=== block 1 ===
[src/rtl/rggen_counter_pkg.sv]
// rtl/rggen_counter_pkg.sv - shared types and flag positions for the event counter field
package rggen_counter_pkg;

  typedef enum logic {
    COUNTER_WRAP     = 1'b0,
    COUNTER_SATURATE = 1'b1
  } counter_mode_e;

  // Flag positions relative to WIDTH within the register field
  localparam int OVF_BIT = 0;
  localparam int UDF_BIT = 1;

endpackage

[src/rtl/rggen_bit_field_if.sv]
// rtl/rggen_bit_field_if.sv - register-side access bundle for a single bit field
interface rggen_bit_field_if #(
  parameter int WIDTH = 32
);

  logic             valid;
  logic [WIDTH-1:0] write_data;
  logic [WIDTH-1:0] write_mask;
  logic [WIDTH-1:0] read_data;
  logic [WIDTH-1:0] value;

  modport master (
    output valid,
    output write_data,
    output write_mask,
    input  read_data,
    input  value
  );

  modport bit_field (
    input  valid,
    input  write_data,
    input  write_mask,
    output read_data,
    output value
  );

endinterface

[src/rtl/rggen_popcount.sv]
// rtl/rggen_popcount.sv - combinational ones-count of a bit vector
module rggen_popcount #(
  parameter int WIDTH = 4
) (
  input  logic [WIDTH-1:0]               i_bits,
  output logic [$clog2(WIDTH+1)-1:0]     o_count
);

  localparam int OUT_W = $clog2(WIDTH + 1);

  always_comb begin
    o_count = '0;
    for (int i = 0; i < WIDTH; i++) begin
      o_count = o_count + OUT_W'(i_bits[i]);
    end
  end

endmodule

[src/rtl/rggen_bit_field_event_counter.sv]
// rtl/rggen_bit_field_event_counter.sv - multi-channel up/down event counter bit field
module rggen_bit_field_event_counter
  import rggen_counter_pkg::*;
#(
  parameter int               WIDTH         = 8,
  parameter int               CHANNELS      = 4,
  parameter counter_mode_e    MODE          = COUNTER_WRAP,
  parameter logic [WIDTH-1:0] INITIAL_VALUE = '0,
  parameter logic [WIDTH-1:0] THRESHOLD     = '1
) (
  input  logic                i_clk,
  input  logic                i_rst_n,
  rggen_bit_field_if.bit_field bit_field_if,
  input  logic                i_clear,
  input  logic [CHANNELS-1:0] i_up,
  input  logic [CHANNELS-1:0] i_down,
  output logic [WIDTH-1:0]    o_count,
  output logic                o_overflow,
  output logic                o_underflow,
  output logic                o_threshold_pulse
);

  localparam int PC_W  = $clog2(CHANNELS + 1);
  // Sum width covers the full count plus the largest possible delta, with sign
  localparam int SUM_W = ((WIDTH > PC_W) ? WIDTH : PC_W) + 2;
  localparam logic signed [SUM_W-1:0] MAX_COUNT =
    $signed({{(SUM_W-WIDTH){1'b0}}, {WIDTH{1'b1}}});

  logic [WIDTH-1:0]        count_q, count_d;
  logic                    ovf_q, ovf_d;
  logic                    udf_q, udf_d;
  logic                    pulse_q, pulse_d;
  logic [PC_W-1:0]         up_cnt, down_cnt;
  logic signed [SUM_W-1:0] sum;
  logic                    sw_write;
  logic                    ovf_set, udf_set;
  logic                    ovf_clr, udf_clr;

  rggen_popcount #(.WIDTH(CHANNELS)) u_up_count (
    .i_bits  (i_up),
    .o_count (up_cnt)
  );

  rggen_popcount #(.WIDTH(CHANNELS)) u_down_count (
    .i_bits  (i_down),
    .o_count (down_cnt)
  );

  always_comb begin
    sum = $signed({{(SUM_W-WIDTH){1'b0}}, count_q})
        + $signed({{(SUM_W-PC_W){1'b0}}, up_cnt})
        - $signed({{(SUM_W-PC_W){1'b0}}, down_cnt});
  end

  assign sw_write = bit_field_if.valid && (|bit_field_if.write_mask[WIDTH-1:0]);
  assign ovf_clr  = bit_field_if.valid
                  && bit_field_if.write_mask[WIDTH+OVF_BIT]
                  && bit_field_if.write_data[WIDTH+OVF_BIT];
  assign udf_clr  = bit_field_if.valid
                  && bit_field_if.write_mask[WIDTH+UDF_BIT]
                  && bit_field_if.write_data[WIDTH+UDF_BIT];

  always_comb begin
    count_d = count_q;
    ovf_set = 1'b0;
    udf_set = 1'b0;
    if (sw_write) begin
      count_d = (bit_field_if.write_data[WIDTH-1:0] & bit_field_if.write_mask[WIDTH-1:0])
              | (count_q & ~bit_field_if.write_mask[WIDTH-1:0]);
    end else if (i_clear) begin
      count_d = INITIAL_VALUE;
    end else if (sum[SUM_W-1]) begin
      udf_set = 1'b1;
      count_d = (MODE == COUNTER_WRAP) ? sum[WIDTH-1:0] : '0;
    end else if (sum > MAX_COUNT) begin
      ovf_set = 1'b1;
      count_d = (MODE == COUNTER_WRAP) ? sum[WIDTH-1:0] : '1;
    end else begin
      count_d = sum[WIDTH-1:0];
    end
  end

  // A concurrent set beats the write-1-to-clear
  assign ovf_d   = ovf_set || (ovf_q && !ovf_clr);
  assign udf_d   = udf_set || (udf_q && !udf_clr);
  assign pulse_d = (count_q < THRESHOLD) && (count_d >= THRESHOLD);

  always_ff @(posedge i_clk) begin
    if (!i_rst_n) begin
      count_q <= INITIAL_VALUE;
      ovf_q   <= 1'b0;
      udf_q   <= 1'b0;
      pulse_q <= 1'b0;
    end else begin
      count_q <= count_d;
      ovf_q   <= ovf_d;
      udf_q   <= udf_d;
      pulse_q <= pulse_d;
    end
  end

  assign o_count           = count_q;
  assign o_overflow        = ovf_q;
  assign o_underflow       = udf_q;
  assign o_threshold_pulse = pulse_q;

  assign bit_field_if.value     = {udf_q, ovf_q, count_q};
  assign bit_field_if.read_data = {udf_q, ovf_q, count_q};

endmodule

[src/flat_wrapper.sv]
// flat-port wrapper written by rule: the top's interface ports become plain ports
module rggen_bit_field_event_counter_flat import rggen_counter_pkg::*;
#(
  parameter int               WIDTH         = 8,
  parameter int               CHANNELS      = 4,
  parameter counter_mode_e    MODE          = COUNTER_WRAP,
  parameter logic [WIDTH-1:0] INITIAL_VALUE = '0,
  parameter logic [WIDTH-1:0] THRESHOLD     = '1
)
  (i_clk, i_rst_n, i_clear, i_up, i_down, o_count, o_overflow, o_underflow, o_threshold_pulse, bit_field_if_valid, bit_field_if_write_data, bit_field_if_write_mask, bit_field_if_read_data, bit_field_if_value);
  rggen_bit_field_if #(.WIDTH(WIDTH)) bit_field_if_i ();
  input  logic i_clk;
  input  logic i_rst_n;
  input  logic i_clear;
  input  logic [CHANNELS-1:0] i_up;
  input  logic [CHANNELS-1:0] i_down;
  output logic [WIDTH-1:0] o_count;
  output logic o_overflow;
  output logic o_underflow;
  output logic o_threshold_pulse;
  input wire logic [$bits(bit_field_if_i.valid)-1:0] bit_field_if_valid;
  input wire logic [$bits(bit_field_if_i.write_data)-1:0] bit_field_if_write_data;
  input wire logic [$bits(bit_field_if_i.write_mask)-1:0] bit_field_if_write_mask;
  output wire logic [$bits(bit_field_if_i.read_data)-1:0] bit_field_if_read_data;
  output wire logic [$bits(bit_field_if_i.value)-1:0] bit_field_if_value;
  assign bit_field_if_i.valid = bit_field_if_valid;
  assign bit_field_if_i.write_data = bit_field_if_write_data;
  assign bit_field_if_i.write_mask = bit_field_if_write_mask;
  assign bit_field_if_read_data = bit_field_if_i.read_data;
  assign bit_field_if_value = bit_field_if_i.value;
  rggen_bit_field_event_counter #(.WIDTH(WIDTH), .CHANNELS(CHANNELS), .MODE(MODE), .INITIAL_VALUE(INITIAL_VALUE), .THRESHOLD(THRESHOLD)) u_core (.i_clk(i_clk), .i_rst_n(i_rst_n), .bit_field_if(bit_field_if_i), .i_clear(i_clear), .i_up(i_up), .i_down(i_down), .o_count(o_count), .o_overflow(o_overflow), .o_underflow(o_underflow), .o_threshold_pulse(o_threshold_pulse));
endmodule
[config.mk]
export PLATFORM = sky130hd
export DESIGN_NAME = rggen_bit_field_event_counter_flat
export DESIGN_NICKNAME = d
export VERILOG_FILES = /design/src/rtl/rggen_counter_pkg.sv /design/src/rtl/rggen_bit_field_if.sv /design/src/rtl/rggen_popcount.sv /design/src/rtl/rggen_bit_field_event_counter.sv /design/src/flat_wrapper.sv
export SDC_FILE = /design/constraint.sdc
export NUM_CORES = 1
export LEC_CHECK = 0
export CORE_MARGIN = 10
export CORE_UTILIZATION = 35
export CTS_CLUSTER_DIAMETER = 150
export DETAILED_ROUTE_END_ITERATION = 10
export PLACE_DENSITY = 0.66
export SETUP_SLACK_MARGIN = 0.15
export SYNTH_ARGS = -nofsm -noshare
export SYNTH_HDL_FRONTEND = slang
export SYNTH_SLANG_ARGS = --single-unit
[constraint.sdc]
create_clock -name i_clk -period 12.35 [get_ports i_clk]
set_input_delay 3.0875 -clock i_clk [delete_from_list [all_inputs] [get_ports i_clk]]
set_output_delay 3.0875 -clock i_clk [all_outputs]
set_load 0.005 [all_outputs]
=== block 2 ===
--- src/rtl/transmission_module_pkg.sv ---
// Shared definitions for the three-wire serial transmitter: FSM states and the
// minimum scl half-period that the receiver's input filter can tolerate.
package transmission_module_pkg;

    localparam int MIN_PRSCL = 4;

    typedef enum logic [1:0] {
        ST_IDLE = 2'd0,
        ST_LOW  = 2'd1,
        ST_HIGH = 2'd2,
        ST_TAIL = 2'd3
    } tx_state_e;

endpackage

--- src/rtl/transmission_module.sv ---
// Parallel-to-serial transmitter driving the en/sda/scl link MSB first, with a
// one-word pending buffer so consecutive words stream with en held high.
module transmission_module
    import transmission_module_pkg::*;
#(
    parameter int DATA_WIDTH  = 8,
    parameter int PRSCL_WIDTH = 8
) (
    input  logic                   clk_i,
    input  logic                   reset_ni,
    input  logic [DATA_WIDTH-1:0]  data_i,
    input  logic                   stb_i,
    input  logic [PRSCL_WIDTH-1:0] prscl_i,
    output logic                   ready_o,
    output logic                   busy_o,
    output logic                   en_o,
    output logic                   sda_o,
    output logic                   scl_o
);

    localparam int IDX_W = (DATA_WIDTH > 1) ? $clog2(DATA_WIDTH) : 1;

    tx_state_e              state;
    logic [PRSCL_WIDTH-1:0] cnt;
    logic [PRSCL_WIDTH-1:0] period;
    logic [PRSCL_WIDTH-1:0] p_eff;
    logic [IDX_W-1:0]       idx;
    logic [DATA_WIDTH-1:0]  shreg;
    logic [DATA_WIDTH-1:0]  pend_data;
    logic [DATA_WIDTH-1:0]  nxt_data;
    logic                   pend_vld;
    logic                   accept;
    logic                   half_done;
    logic                   nxt_vld;
    logic                   load_now;

    assign accept    = stb_i & ready_o;
    assign half_done = (cnt == '0);
    assign p_eff     = (prscl_i < PRSCL_WIDTH'(MIN_PRSCL)) ? PRSCL_WIDTH'(MIN_PRSCL) : prscl_i;

    // A word accepted on the very edge a frame ends goes straight to the shifter,
    // so it behaves exactly like a word that was already pending.
    assign nxt_vld  = pend_vld | accept;
    assign nxt_data = pend_vld ? pend_data : data_i;

    always_comb begin
        load_now = 1'b0;
        case (state)
            ST_IDLE: load_now = accept;
            ST_HIGH: load_now = half_done && (idx == '0) && nxt_vld;
            ST_TAIL: load_now = half_done && nxt_vld;
            default: load_now = 1'b0;
        endcase
    end

    always_ff @(posedge clk_i or negedge reset_ni) begin
        if (!reset_ni) begin
            state     <= ST_IDLE;
            cnt       <= '0;
            period    <= '0;
            idx       <= '0;
            shreg     <= '0;
            pend_data <= '0;
            pend_vld  <= 1'b0;
            ready_o   <= 1'b1;
            busy_o    <= 1'b0;
            en_o      <= 1'b0;
            sda_o     <= 1'b0;
            scl_o     <= 1'b0;
        end else if (load_now) begin
            state  <= ST_LOW;
            shreg  <= nxt_data;
            sda_o  <= nxt_data[DATA_WIDTH-1];
            period <= p_eff;
            cnt    <= p_eff - PRSCL_WIDTH'(1);
            idx    <= IDX_W'(DATA_WIDTH - 1);
            en_o   <= 1'b1;
            busy_o <= 1'b1;
            scl_o  <= 1'b0;
            if (pend_vld) begin
                pend_vld <= 1'b0;
                ready_o  <= 1'b1;
            end
        end else begin
            if (accept) begin
                pend_data <= data_i;
                pend_vld  <= 1'b1;
                ready_o   <= 1'b0;
            end
            case (state)
                ST_LOW: begin
                    if (half_done) begin
                        state <= ST_HIGH;
                        scl_o <= 1'b1;
                        cnt   <= period - PRSCL_WIDTH'(1);
                    end else begin
                        cnt <= cnt - PRSCL_WIDTH'(1);
                    end
                end
                ST_HIGH: begin
                    if (!half_done) begin
                        cnt <= cnt - PRSCL_WIDTH'(1);
                    end else begin
                        scl_o <= 1'b0;
                        cnt   <= period - PRSCL_WIDTH'(1);
                        if (idx != '0) begin
                            state <= ST_LOW;
                            idx   <= idx - IDX_W'(1);
                            shreg <= shreg << 1;
                            sda_o <= shreg[DATA_WIDTH-2];
                        end else begin
                            state <= ST_TAIL;
                        end
                    end
                end
                ST_TAIL: begin
                    if (half_done) begin
                        state  <= ST_IDLE;
                        en_o   <= 1'b0;
                        busy_o <= 1'b0;
                        sda_o  <= 1'b0;
                    end else begin
                        cnt <= cnt - PRSCL_WIDTH'(1);
                    end
                end
                default: state <= ST_IDLE;
            endcase
        end
    end

endmodule

--- config.mk ---
export PLATFORM = sky130hd
export DESIGN_NAME = transmission_module
export DESIGN_NICKNAME = d
export VERILOG_FILES = /design/src/rtl/transmission_module_pkg.sv /design/src/rtl/transmission_module.sv
export SDC_FILE = /design/constraint.sdc
export NUM_CORES = 1
export LEC_CHECK = 0
export ABC_AREA = 0
export CORE_ASPECT_RATIO = 1.25
export CORE_MARGIN = 10
export CORE_UTILIZATION = 30
export DETAILED_ROUTE_END_ITERATION = 16
export PLACE_DENSITY_LB_ADDON = 0.15
export SETUP_SLACK_MARGIN = 0.05
export SLEW_MARGIN = 40
export SYNTH_ARGS = -nofsm -noshare
export SYNTH_HDL_FRONTEND = slang
export SYNTH_SLANG_ARGS = --single-unit
--- constraint.sdc ---
create_clock -name clk_i -period 2.98 [get_ports clk_i]
set_input_delay 0.596 -clock clk_i [delete_from_list [all_inputs] [get_ports clk_i]]
set_output_delay 0.596 -clock clk_i [all_outputs]
set_load 0.02 [all_outputs]
=== block 3 ===
<file path="config.mk">
export PLATFORM = sky130hd
export DESIGN_NAME = memory_access_unit_flat
export DESIGN_NICKNAME = d
export VERILOG_FILES = /design/src/rtl/memory_access_unit_if.sv /design/src/rtl/memory_access_unit.sv /design/src/flat_wrapper.sv
export SDC_FILE = /design/constraint.sdc
export NUM_CORES = 1
export LEC_CHECK = 0
export ABC_AREA = 0
export CORE_MARGIN = 2
export CORE_UTILIZATION = 49
export CTS_CLUSTER_DIAMETER = 50
export DETAILED_ROUTE_END_ITERATION = 8
export GPL_ROUTABILITY_DRIVEN = 0
export PLACE_DENSITY = 0.94
export SYNTH_ARGS = -nofsm -noshare
export SYNTH_HDL_FRONTEND = slang
export SYNTH_SLANG_ARGS = --single-unit
</file>
<file path="constraint.sdc">
create_clock -name clk -period 10.9 [get_ports clk]
set_clock_uncertainty 0.1 [all_clocks]
set_input_delay 1.635 -clock clk [delete_from_list [all_inputs] [get_ports clk]]
set_output_delay 1.635 -clock clk [all_outputs]
set_load 0.1 [all_outputs]
</file>
<file path="src/rtl/memory_access_unit_if.sv">
// Data-memory bus between the memory access unit and the data memory.
//   master : the access unit (drives the request, address, data, byte enables)
//   slave  : the memory (returns mem_ack with mem_rdata)
interface memory_access_unit_if;
  logic        mem_req;
  logic        mem_we;
  logic [31:0] mem_addr;
  logic [31:0] mem_wdata;
  logic [3:0]  mem_be;
  logic        mem_ack;
  logic [31:0] mem_rdata;

  modport master (
    output mem_req, mem_we, mem_addr, mem_wdata, mem_be,
    input  mem_ack, mem_rdata
  );

  modport slave (
    input  mem_req, mem_we, mem_addr, mem_wdata, mem_be,
    output mem_ack, mem_rdata
  );
endinterface

</file>
<file path="src/rtl/memory_access_unit.sv">
// Memory access pipeline stage. Memory instructions (bits [27:26]=01) issue a
// single word or byte access on the data bus and stall upstream until the
// memory acknowledges or the timeout aborts the access. Other instructions and
// squashed slots (epoch mismatch) pass through with one cycle of latency.
// Ports:
//   clk, rst_n      : clock, asynchronous reset (active high despite the name)
//   instr_in, branch_ref, branch_in, addr_in, wdata_in : upstream slot
//   stall_in        : hold request from the downstream stage
//   mem             : data-memory bus (master side)
//   instr_output, branch_value, load_data : registered results downstream
//   stall_out       : hold request to upstream
//   mem_error       : one-cycle pulse when an access times out
module memory_access_unit #(
  parameter int unsigned TIMEOUT_CYCLES = 255,
  parameter logic [31:0] NOP_INSTR      = 32'hE1A00000
) (
  input  logic                        clk,
  input  logic                        rst_n,
  input  logic [31:0]                 instr_in,
  input  logic                        branch_ref,
  input  logic                        branch_in,
  input  logic [31:0]                 addr_in,
  input  logic [31:0]                 wdata_in,
  input  logic                        stall_in,
  memory_access_unit_if.master        mem,
  output logic [31:0]                 instr_output,
  output logic                        branch_value,
  output logic [31:0]                 load_data,
  output logic                        stall_out,
  output logic                        mem_error
);

  // The counter holds 0..TIMEOUT_CYCLES-1; reaching the last value without an
  // ack is what triggers the abort.
  localparam int unsigned CW = (TIMEOUT_CYCLES > 1) ? $clog2(TIMEOUT_CYCLES) : 1;
  localparam logic [CW-1:0] LIMIT_M1 = CW'(TIMEOUT_CYCLES - 32'd1);

  typedef enum logic [1:0] {
    S_IDLE   = 2'd0,
    S_ACCESS = 2'd1,
    S_ABORT  = 2'd2
  } state_e;

  state_e        state_q, state_d;
  logic [CW-1:0] count_q, count_d;
  logic          mem_req_q, mem_req_d;
  logic          mem_we_q, mem_we_d;
  logic [31:0]   mem_addr_q, mem_addr_d;
  logic [31:0]   mem_wdata_q, mem_wdata_d;
  logic [3:0]    mem_be_q, mem_be_d;
  logic          byte_q, byte_d;
  logic [31:0]   slot_instr_q, slot_instr_d;
  logic          slot_br_q, slot_br_d;
  logic [31:0]   instr_output_q, instr_output_d;
  logic          branch_value_q, branch_value_d;
  logic [31:0]   load_data_q, load_data_d;
  logic          mem_error_q, mem_error_d;

  logic          is_mem_s;
  logic          squash_s;

  // Zero-extended byte lane of a loaded word.
  function automatic logic [31:0] pick_byte(input logic [31:0] word, input logic [1:0] lane);
    logic [31:0] r;
    case (lane)
      2'd0:    r = {24'h000000, word[7:0]};
      2'd1:    r = {24'h000000, word[15:8]};
      2'd2:    r = {24'h000000, word[23:16]};
      2'd3:    r = {24'h000000, word[31:24]};
      default: r = 32'h00000000;
    endcase
    return r;
  endfunction

  assign is_mem_s  = (instr_in[27:26] == 2'b01);
  assign squash_s  = (branch_in != branch_ref);
  assign stall_out = (state_q != S_IDLE) || stall_in;

  // Next-state and next-output computation for the access FSM.
  always_comb begin
    state_d        = state_q;
    count_d        = count_q;
    mem_req_d      = mem_req_q;
    mem_we_d       = mem_we_q;
    mem_addr_d     = mem_addr_q;
    mem_wdata_d    = mem_wdata_q;
    mem_be_d       = mem_be_q;
    byte_d         = byte_q;
    slot_instr_d   = slot_instr_q;
    slot_br_d      = slot_br_q;
    instr_output_d = instr_output_q;
    branch_value_d = branch_value_q;
    load_data_d    = load_data_q;
    mem_error_d    = 1'b0;

    case (state_q)
      S_IDLE: begin
        if (stall_in) begin
          state_d = S_IDLE;
        end else if (is_mem_s && !squash_s) begin
          state_d      = S_ACCESS;
          count_d      = '0;
          mem_req_d    = 1'b1;
          mem_we_d     = ~instr_in[20];
          byte_d       = instr_in[22];
          slot_instr_d = instr_in;
          slot_br_d    = branch_in;
          if (instr_in[22]) begin
            mem_addr_d  = addr_in;
            mem_be_d    = 4'b0001 << addr_in[1:0];
            mem_wdata_d = {4{wdata_in[7:0]}};
          end else begin
            mem_addr_d  = {addr_in[31:2], 2'b00};
            mem_be_d    = 4'b1111;
            mem_wdata_d = wdata_in;
          end
        end else begin
          instr_output_d = squash_s ? NOP_INSTR : instr_in;
          branch_value_d = branch_in;
        end
      end

      S_ACCESS: begin
        // An ack on the last allowed cycle still completes normally.
        if (mem.mem_ack) begin
          state_d        = S_IDLE;
          mem_req_d      = 1'b0;
          instr_output_d = slot_instr_q;
          branch_value_d = slot_br_q;
          if (!mem_we_q) begin
            load_data_d = byte_q ? pick_byte(mem.mem_rdata, mem_addr_q[1:0]) : mem.mem_rdata;
          end else begin
            load_data_d = load_data_q;
          end
        end else if (count_q == LIMIT_M1) begin
          state_d        = S_ABORT;
          mem_req_d      = 1'b0;
          mem_error_d    = 1'b1;
          instr_output_d = NOP_INSTR;
          branch_value_d = slot_br_q;
        end else begin
          count_d = count_q + CW'(1'b1);
        end
      end

      S_ABORT: begin
        state_d = S_IDLE;
      end

      default: begin
        state_d   = S_IDLE;
        mem_req_d = 1'b0;
      end
    endcase
  end

  // State and output registers; reset drops any in-flight request at once.
  always_ff @(posedge clk or posedge rst_n) begin
    if (rst_n) begin
      state_q        <= S_IDLE;
      count_q        <= '0;
      mem_req_q      <= 1'b0;
      mem_we_q       <= 1'b0;
      mem_addr_q     <= 32'h00000000;
      mem_wdata_q    <= 32'h00000000;
      mem_be_q       <= 4'b0000;
      byte_q         <= 1'b0;
      slot_instr_q   <= NOP_INSTR;
      slot_br_q      <= 1'b0;
      instr_output_q <= NOP_INSTR;
      branch_value_q <= 1'b0;
      load_data_q    <= 32'h00000000;
      mem_error_q    <= 1'b0;
    end else begin
      state_q        <= state_d;
      count_q        <= count_d;
      mem_req_q      <= mem_req_d;
      mem_we_q       <= mem_we_d;
      mem_addr_q     <= mem_addr_d;
      mem_wdata_q    <= mem_wdata_d;
      mem_be_q       <= mem_be_d;
      byte_q         <= byte_d;
      slot_instr_q   <= slot_instr_d;
      slot_br_q      <= slot_br_d;
      instr_output_q <= instr_output_d;
      branch_value_q <= branch_value_d;
      load_data_q    <= load_data_d;
      mem_error_q    <= mem_error_d;
    end
  end

  assign mem.mem_req   = mem_req_q;
  assign mem.mem_we    = mem_we_q;
  assign mem.mem_addr  = mem_addr_q;
  assign mem.mem_wdata = mem_wdata_q;
  assign mem.mem_be    = mem_be_q;
  assign instr_output  = instr_output_q;
  assign branch_value  = branch_value_q;
  assign load_data     = load_data_q;
  assign mem_error     = mem_error_q;

endmodule

</file>
<file path="src/flat_wrapper.sv">
// flat-port wrapper written by rule: the top's interface ports become plain ports
module memory_access_unit_flat 
#(
  parameter int unsigned TIMEOUT_CYCLES = 255,
  parameter logic [31:0] NOP_INSTR      = 32'hE1A00000
)
  (clk, rst_n, instr_in, branch_ref, branch_in, addr_in, wdata_in, stall_in, instr_output, branch_value, load_data, stall_out, mem_error, mem_mem_req, mem_mem_we, mem_mem_addr, mem_mem_wdata, mem_mem_be, mem_mem_ack, mem_mem_rdata);
  memory_access_unit_if mem_i ();
  input  logic clk;
  input  logic rst_n;
  input  logic [31:0] instr_in;
  input  logic branch_ref;
  input  logic branch_in;
  input  logic [31:0] addr_in;
  input  logic [31:0] wdata_in;
  input  logic stall_in;
  output logic [31:0] instr_output;
  output logic branch_value;
  output logic [31:0] load_data;
  output logic stall_out;
  output logic mem_error;
  output wire logic [$bits(mem_i.mem_req)-1:0] mem_mem_req;
  output wire logic [$bits(mem_i.mem_we)-1:0] mem_mem_we;
  output wire logic [$bits(mem_i.mem_addr)-1:0] mem_mem_addr;
  output wire logic [$bits(mem_i.mem_wdata)-1:0] mem_mem_wdata;
  output wire logic [$bits(mem_i.mem_be)-1:0] mem_mem_be;
  input wire logic [$bits(mem_i.mem_ack)-1:0] mem_mem_ack;
  input wire logic [$bits(mem_i.mem_rdata)-1:0] mem_mem_rdata;
  assign mem_mem_req = mem_i.mem_req;
  assign mem_mem_we = mem_i.mem_we;
  assign mem_mem_addr = mem_i.mem_addr;
  assign mem_mem_wdata = mem_i.mem_wdata;
  assign mem_mem_be = mem_i.mem_be;
  assign mem_i.mem_ack = mem_mem_ack;
  assign mem_i.mem_rdata = mem_mem_rdata;
  memory_access_unit #(.TIMEOUT_CYCLES(TIMEOUT_CYCLES), .NOP_INSTR(NOP_INSTR)) u_core (.clk(clk), .rst_n(rst_n), .instr_in(instr_in), .branch_ref(branch_ref), .branch_in(branch_in), .addr_in(addr_in), .wdata_in(wdata_in), .stall_in(stall_in), .mem(mem_i), .instr_output(instr_output), .branch_value(branch_value), .load_data(load_data), .stall_out(stall_out), .mem_error(mem_error));
endmodule
</file>
=== block 4 ===
<file path="config.mk">
export PLATFORM = sky130hd
export DESIGN_NAME = csa_add_sched
export DESIGN_NICKNAME = d
export VERILOG_FILES = /design/src/rtl/csa_pkg.sv /design/src/rtl/csa4_slice.sv /design/src/rtl/csa_add_sched.sv
export SDC_FILE = /design/constraint.sdc
export NUM_CORES = 1
export LEC_CHECK = 0
export CAP_MARGIN = 15
export CORE_MARGIN = 4
export CORE_UTILIZATION = 48
export CTS_CLUSTER_DIAMETER = 200
export DETAILED_ROUTE_END_ITERATION = 8
export HOLD_SLACK_MARGIN = 0.05
export PLACE_DENSITY_LB_ADDON = 0.08
export SYNTH_ARGS = -nofsm -noshare
export SYNTH_HDL_FRONTEND = slang
export SYNTH_SLANG_ARGS = --single-unit
export TNS_END_PERCENT = 50
</file>
<file path="constraint.sdc">
create_clock -name clk -period 3.88 [get_ports clk]
set_input_delay 0.776 -clock clk [delete_from_list [all_inputs] [get_ports clk]]
set_output_delay 0.776 -clock clk [all_outputs]
set_load 0.005 [all_outputs]
</file>
<file path="src/rtl/csa_pkg.sv">
// Shared types and constants for the carry-select add scheduler.
package csa_pkg;

    localparam int unsigned NIB_W = 4;

    typedef enum logic [1:0] {
        IDLE = 2'd0,
        RUN  = 2'd1,
        DONE = 2'd2
    } csa_state_e;

    typedef logic req_id_t;

endpackage

</file>
<file path="src/rtl/csa4_slice.sv">
// Combinational 4-bit carry-select adder: both carry candidates per bit, muxed by the
// incoming carry as it propagates.
module csa4_slice (
    input  logic [3:0] a,
    input  logic [3:0] b,
    input  logic       cin,
    output logic [3:0] sum,
    output logic       cout
);

    logic [3:0] s0, s1, c0, c1;

    always_comb begin
        s0 = a ^ b;
        s1 = ~(a ^ b);
        c0 = a & b;
        c1 = a | b;
    end

    always_comb begin
        logic c;
        c   = cin;
        sum = '0;
        for (int i = 0; i < 4; i++) begin
            sum[i] = c ? s1[i] : s0[i];
            c      = c ? c1[i] : c0[i];
        end
        cout = c;
    end

endmodule

</file>
<file path="src/rtl/csa_add_sched.sv">
// Two-requester round-robin scheduler that runs each WIDTH-bit add through a single
// 4-bit carry-select slice, one nibble per cycle.
module csa_add_sched
    import csa_pkg::*;
#(
    parameter int unsigned WIDTH = 16
) (
    input  logic             clk,
    input  logic             rst,
    input  logic             req0_valid,
    output logic             req0_ready,
    input  logic [WIDTH-1:0] req0_a,
    input  logic [WIDTH-1:0] req0_b,
    input  logic             req0_cin,
    input  logic             req1_valid,
    output logic             req1_ready,
    input  logic [WIDTH-1:0] req1_a,
    input  logic [WIDTH-1:0] req1_b,
    input  logic             req1_cin,
    output logic             res_valid,
    input  logic             res_ready,
    output logic [WIDTH-1:0] res_sum,
    output logic             res_cout,
    output logic             res_id,
    output logic             busy
);

    localparam int unsigned NIB   = WIDTH / NIB_W;
    localparam int unsigned IDX_W = (NIB > 1) ? $clog2(NIB) : 1;
    localparam logic [IDX_W-1:0] LAST_IDX = IDX_W'(NIB - 1);

    csa_state_e       state_q, state_d;
    logic [WIDTH-1:0] a_q, a_d, b_q, b_d, sum_q, sum_d;
    logic             carry_q, carry_d;
    logic [IDX_W-1:0] idx_q, idx_d;
    req_id_t          id_q, id_d;
    req_id_t          last_q, last_d;

    req_id_t          grant;
    logic             accept;
    logic [3:0]       slice_a, slice_b, slice_sum;
    logic             slice_cout;

    // Grant is recomputed every cycle; nothing is held for a requester that drops valid.
    always_comb begin
        grant = 1'b0;
        if (req0_valid && req1_valid) begin
            grant = ~last_q;
        end else if (req1_valid) begin
            grant = 1'b1;
        end
        accept     = !rst && (state_q == IDLE) && (req0_valid || req1_valid);
        req0_ready = accept && !grant;
        req1_ready = accept && grant;
    end

    always_comb begin
        slice_a = a_q[idx_q * NIB_W +: NIB_W];
        slice_b = b_q[idx_q * NIB_W +: NIB_W];
    end

    csa4_slice u_slice (
        .a    (slice_a),
        .b    (slice_b),
        .cin  (carry_q),
        .sum  (slice_sum),
        .cout (slice_cout)
    );

    always_comb begin
        state_d = state_q;
        a_d     = a_q;
        b_d     = b_q;
        sum_d   = sum_q;
        carry_d = carry_q;
        idx_d   = idx_q;
        id_d    = id_q;
        last_d  = last_q;
        unique case (state_q)
            IDLE: begin
                if (accept) begin
                    a_d     = grant ? req1_a : req0_a;
                    b_d     = grant ? req1_b : req0_b;
                    carry_d = grant ? req1_cin : req0_cin;
                    idx_d   = '0;
                    id_d    = grant;
                    last_d  = grant;
                    state_d = RUN;
                end
            end
            RUN: begin
                sum_d[idx_q * NIB_W +: NIB_W] = slice_sum;
                carry_d = slice_cout;
                if (idx_q == LAST_IDX) begin
                    state_d = DONE;
                end else begin
                    idx_d = idx_q + IDX_W'(1);
                end
            end
            DONE: begin
                if (res_ready) begin
                    state_d = IDLE;
                end
            end
            default: state_d = IDLE;
        endcase
    end

    always_ff @(posedge clk) begin
        if (rst) begin
            state_q <= IDLE;
            a_q     <= '0;
            b_q     <= '0;
            sum_q   <= '0;
            carry_q <= 1'b0;
            idx_q   <= '0;
            id_q    <= 1'b0;
            last_q  <= 1'b1;
        end else begin
            state_q <= state_d;
            a_q     <= a_d;
            b_q     <= b_d;
            sum_q   <= sum_d;
            carry_q <= carry_d;
            idx_q   <= idx_d;
            id_q    <= id_d;
            last_q  <= last_d;
        end
    end

    // carry_q holds the final carry-out from the last nibble until the next accept.
    always_comb begin
        res_valid = (state_q == DONE);
        res_sum   = sum_q;
        res_cout  = carry_q;
        res_id    = id_q;
        busy      = (state_q != IDLE);
    end

endmodule

</file>

==> gallery <==
Gate-type map.
picture 1
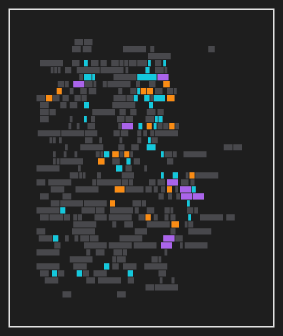
picture 2
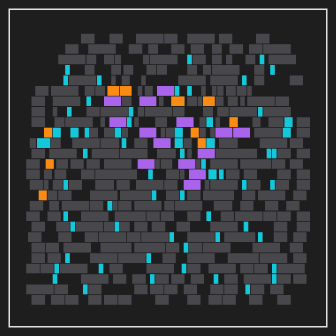
picture 3
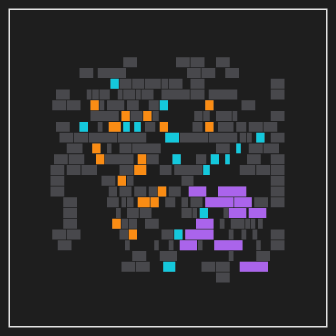
picture 4
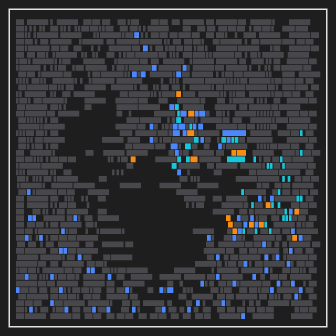
For block 1, see picture 3.
For block 2, see picture 1.
For block 3, see picture 4.
For block 4, see picture 2.

Block 4, a small window of the routed layout:
Scale bar: 10 µm. Region (8, 8) to (33, 33) µm. Cells in gray, sequential cells in the stronger gray; small squares are vias.
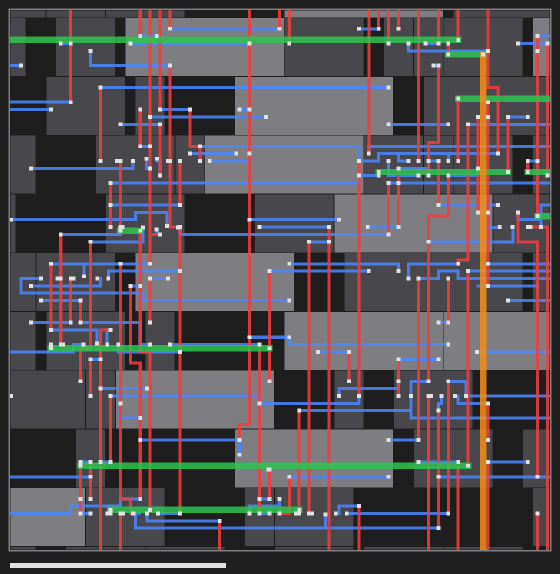
legend:
  met1:
    color: blue
  met3:
    color: green
  met4:
    color: orange
  met2:
    color: red
sequential cells in the window: 9
most frequent: nor2_1 (9), dfxtp_1 (9), a222oi_1 (8)
cells with their middle in the window: 38
netlist names of flops here include: b_q (9)

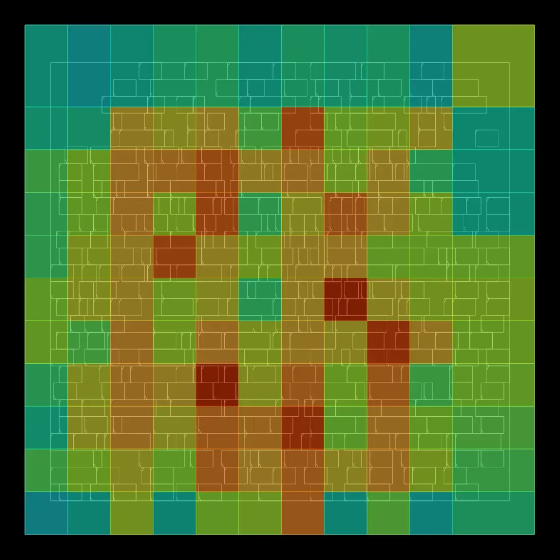
Block 4: track usage over the die
highest-utilization routing layer at the global route stage: met2
routing usage on met1: 0.298
final core area utilization: 0.710

==> flow_metrics.tcl, block 4 <==
# collected from the flow reports
set metrics [dict create \
    run_status "completed" \
    min-delay-path-class "flop to flop" \
    tritonroute_pass_1_iters 6 \
    area.share.combinational 0.376 \
    critPathMostFrequentCell "clkdlybuf4s50_1" \
    post_synth_num_cell_types 40 \
    finalWorstSetupSlack_ns 1.08 \
    synthFlopType "dfxtp_1" \
    cp_num_buf_inv 2 \
    totalWireLength_um 7250 \
    antenna_cells 0 \
    synth-edff-count 0 \
    cts_max_path_buffers 2 \
    pg_clk_uw 437 \
    yosysTopAreaCellShare 0.416 \
    timing.critical_path.required_ns 3.10 \
    cellLeakagePower_uw 0.00138 \
]
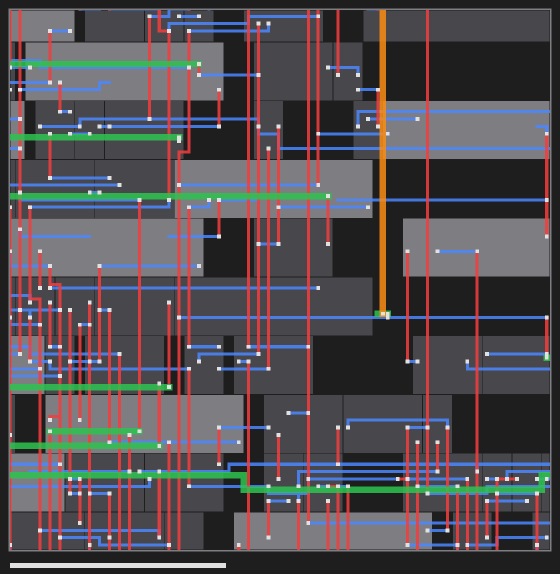
Block 3: a small window of the routed layout
Scale bar: 10 µm. Region (20, 20) to (45, 45) µm. Cells in gray, sequential cells in the stronger gray; small squares are vias.
legend:
  met1:
    color: blue
  met2:
    color: red
  met3:
    color: green
  met4:
    color: orange
sequential cells in the window: 7
netlist names of flops here include: u_core.mem.mem_wdata (6), u_core.mem.mem_addr (1)
most frequent: clkdlybuf4s50_1 (10), nand2_1 (9), o21ai_0 (8)
cells with their middle in the window: 45

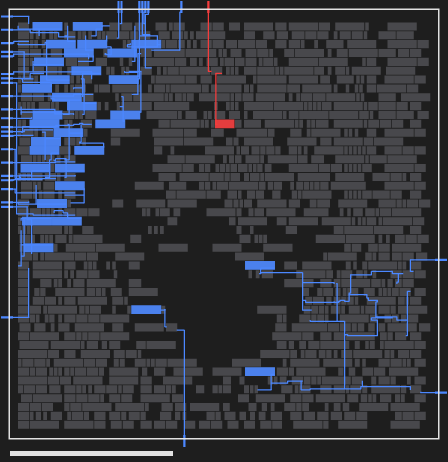
Block 3: port wiring
Scale bar: 50 µm.
legend:
  branch_ref:
    color: red
    bits: 1
    direction: input
    edge: top
    end_cells: 1
    buffers: 1
    wire: 37.4 µm
  mem_mem_addr:
    color: blue
    bits: 32
    direction: output
    edge: 22 left, 7 top, 2 right, 1 bottom
    end_cells: 32
    buffers: 32
    wire: 1260 µm

==> flow_metrics.tcl, block 3 <==
# collected from the flow reports
set metrics [dict create \
    run_status "completed" \
    min_hold_slack_ns 0.369 \
    setup.worst_path.end_class "output port" \
    placed_area_mm2 0.0107 \
    register_to_register_setup_slack_ns 7.86 \
    cts_hold_buffers 0 \
    syn-cell-area_mm2 0.00797 \
    synthAoiAreaFrac 0.103 \
    fin_tns_setup_ns 0 \
    postSynthRegisterBits 179 \
    post_synth_num_cell_types 45 \
    critPathMostFrequentCell "clkdlybuf4s50_1" \
    drt_first_iter_violations 374 \
    largest_cell_class "sequential cells" \
    max_clock_freq_ghz 0.188 \
    finalClockPeriodUsage 0.489 \
    swShare 0.495 \
    worstPathCellList "clkdlybuf4s50_1 -> or3_1 -> clkdlybuf4s50_1" \
    numPortBuffers 270 \
    number_of_instances_in_the_placed_design 1236 \
    grt_antenna_before_repair 0 \
    fp.dieH_um 132 \
    ys_cells 796 \
    post_cts_buffers 0 \
    n_sequential_cell 179 \
    num-multi-input-gates 556 \
    powerComb_uw 1500 \
    crit_path_max_fanout 3 \
    critical-path-top-delay-family "buffers and inverters" \
    grt_use_total 0.255 \
    synth.most_common_cell "nand2_1" \
    globalRouteMet3Util 0.0887 \
    vias 6613 \
    placementRows 46 \
    clock_latency_ns 0.43 \
    cts-resized-gates 0 \
    max_stage_delay_ns 1.19 \
    clockNetworkAreaShare 0.0537 \
    route.detailed.wl_per_inst_um 17.1 \
    power.share.sequential 0.303 \
    mux_share 0.0967 \
    clk_transition_reported_paths_ns 0.07 \
    routed_wl_met3_um 1840 \
    timing.critical_path.slowest_stage_cell "clkdlybuf4s50_1" \
    yosysTopAreaCellShare 0.524 \
]
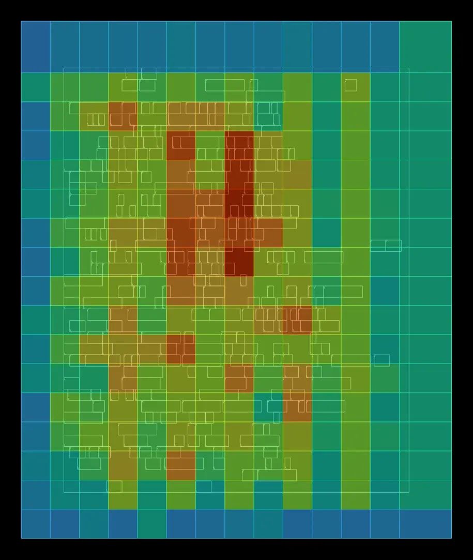
Block 2: track usage over the die
highest-utilization routing layer at the global route stage: met2
routed len/inst: 16.0 µm
Global Route met2 Usage: 0.165

==> flow_metrics.tcl, block 2 <==
# collected from the flow reports
set metrics [dict create \
    clk_transition_reported_paths_ns 0.09 \
    numPortBuffers 23 \
    postSynthAreaPerCell_um2 9.57 \
    n_clock_buffer 5 \
    area.share.sequential 0.343 \
    dominant_power_group "registers" \
    design_area_mm2 0.00299 \
    boundaryPins 24 \
    clockNetworkAreaShare 0.0301 \
    run_status "completed" \
    crit_path_max_fanout 2 \
    ys_top_cells_by_count "dfrtp_1 (40), nand2_1 (27), a21oi_1 (21), o21ai_0 (14), nor2_1 (12)" \
    placementRows 37 \
    hold_viol 0 \
    min_hold_slack_ns 0.264 \
    final-comb-area_mm2 0.00138 \
    vdd_drop_max_v 0.000256 \
    cts-resized-gates 0 \
    synthToLayoutAreaGrowth_pct 18.5 \
    ant_nets 0 \
    cts_max_path_buffers 2 \
]
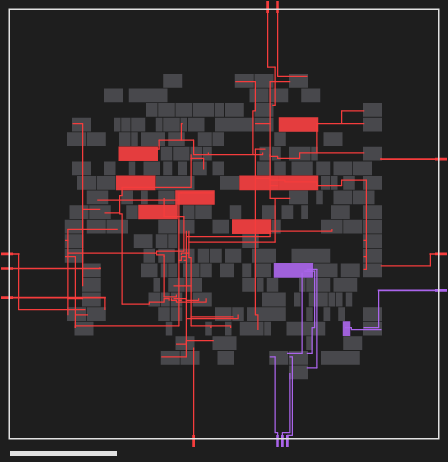
Block 1: port wiring
Scale bar: 20 µm.
legend:
  i_up:
    color: purple
    bits: 4
    direction: input
    edge: 3 bottom, 1 right
    end_cells: 2
    buffers: 4
    wire: 131 µm
  o_count:
    color: red
    bits: 8
    direction: output
    edge: 3 left, 2 right, 2 top, 1 bottom
    end_cells: 8
    buffers: 8
    wire: 740 µm

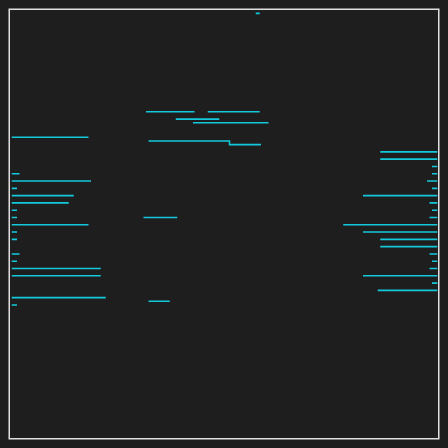
Block 1: met3 routing
main direction: horizontal
share of all routed wire: 8.3%

==> flow_metrics.tcl, block 1 <==
# collected from the flow reports
set metrics [dict create \
    run_status "completed" \
    route.detailed.vias_per_inst 5.09 \
    remaining_drc_errors 0 \
    clock_net_sink_count 11 \
    dp_slack_ns 5.43 \
    num-nets-final 227 \
    final.min_clock_period_ns 6.62 \
    clk_transition_reported_paths_ns 0.07 \
    powerComb_uw 116 \
    layout.area.seq_um2 220 \
    largest_cell_class "multi-input combinational cells" \
    synth-adder-area-share 0.140 \
    swShare 0.388 \
    totalWireLength_um 3770 \
    crit_type "primary input to flop" \
    signal_buffers 54 \
    final_max_slew_viol_count 0 \
    drt_first_iter_violations 25 \
    yosys_warnings 0 \
    power.combinational.fraction 0.610 \
    cts-resized-gates 0 \
    final.fill_count 332 \
]


==> notes/layouts.md <==
Pictures saved along the way, in no particular order.

Sequential cells grouped by signal name.
panel A
Scale bar: 20 µm.
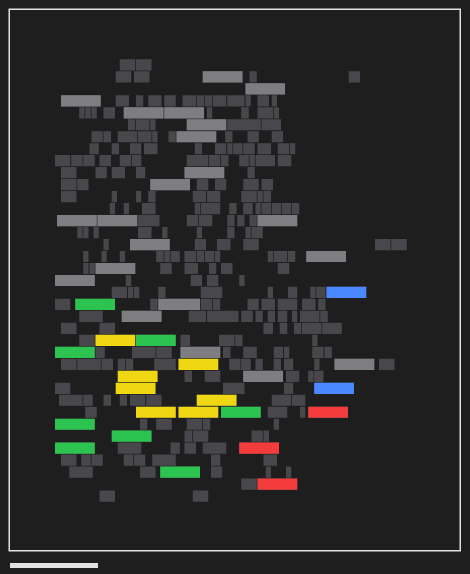
panel B
Scale bar: 20 µm.
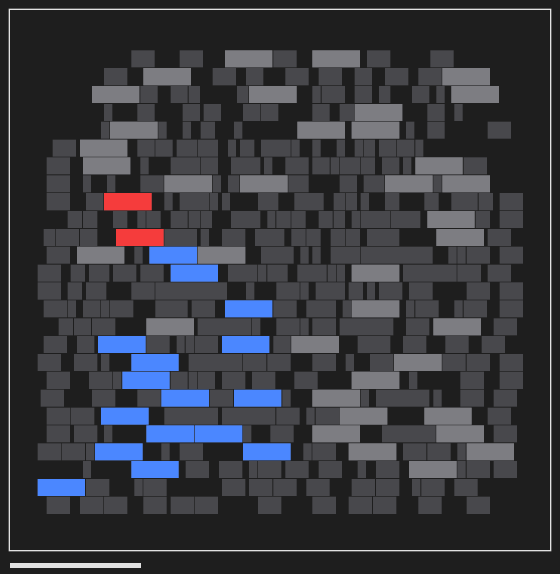
panel C
Scale bar: 50 µm.
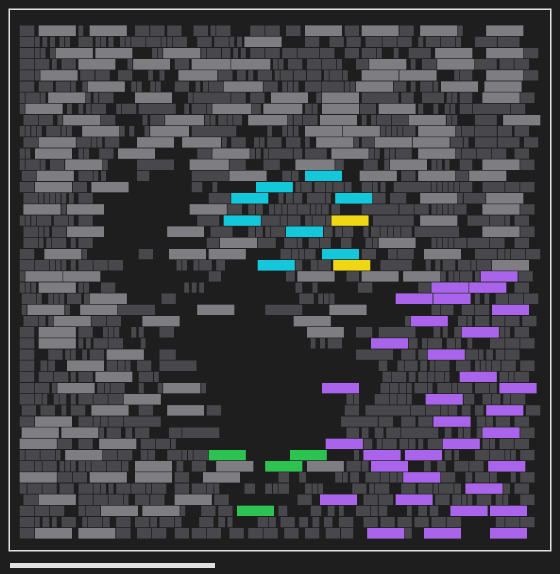
| picture | from |
|---|---|
| panel C | block 3 |
| panel A | block 2 |
| panel B | block 4 |
The one with the largest die is panel C.

Key to panel B:
legend:
  state_q:
    color: red
    flops: 2
  b_q:
    color: blue
    flops: 16

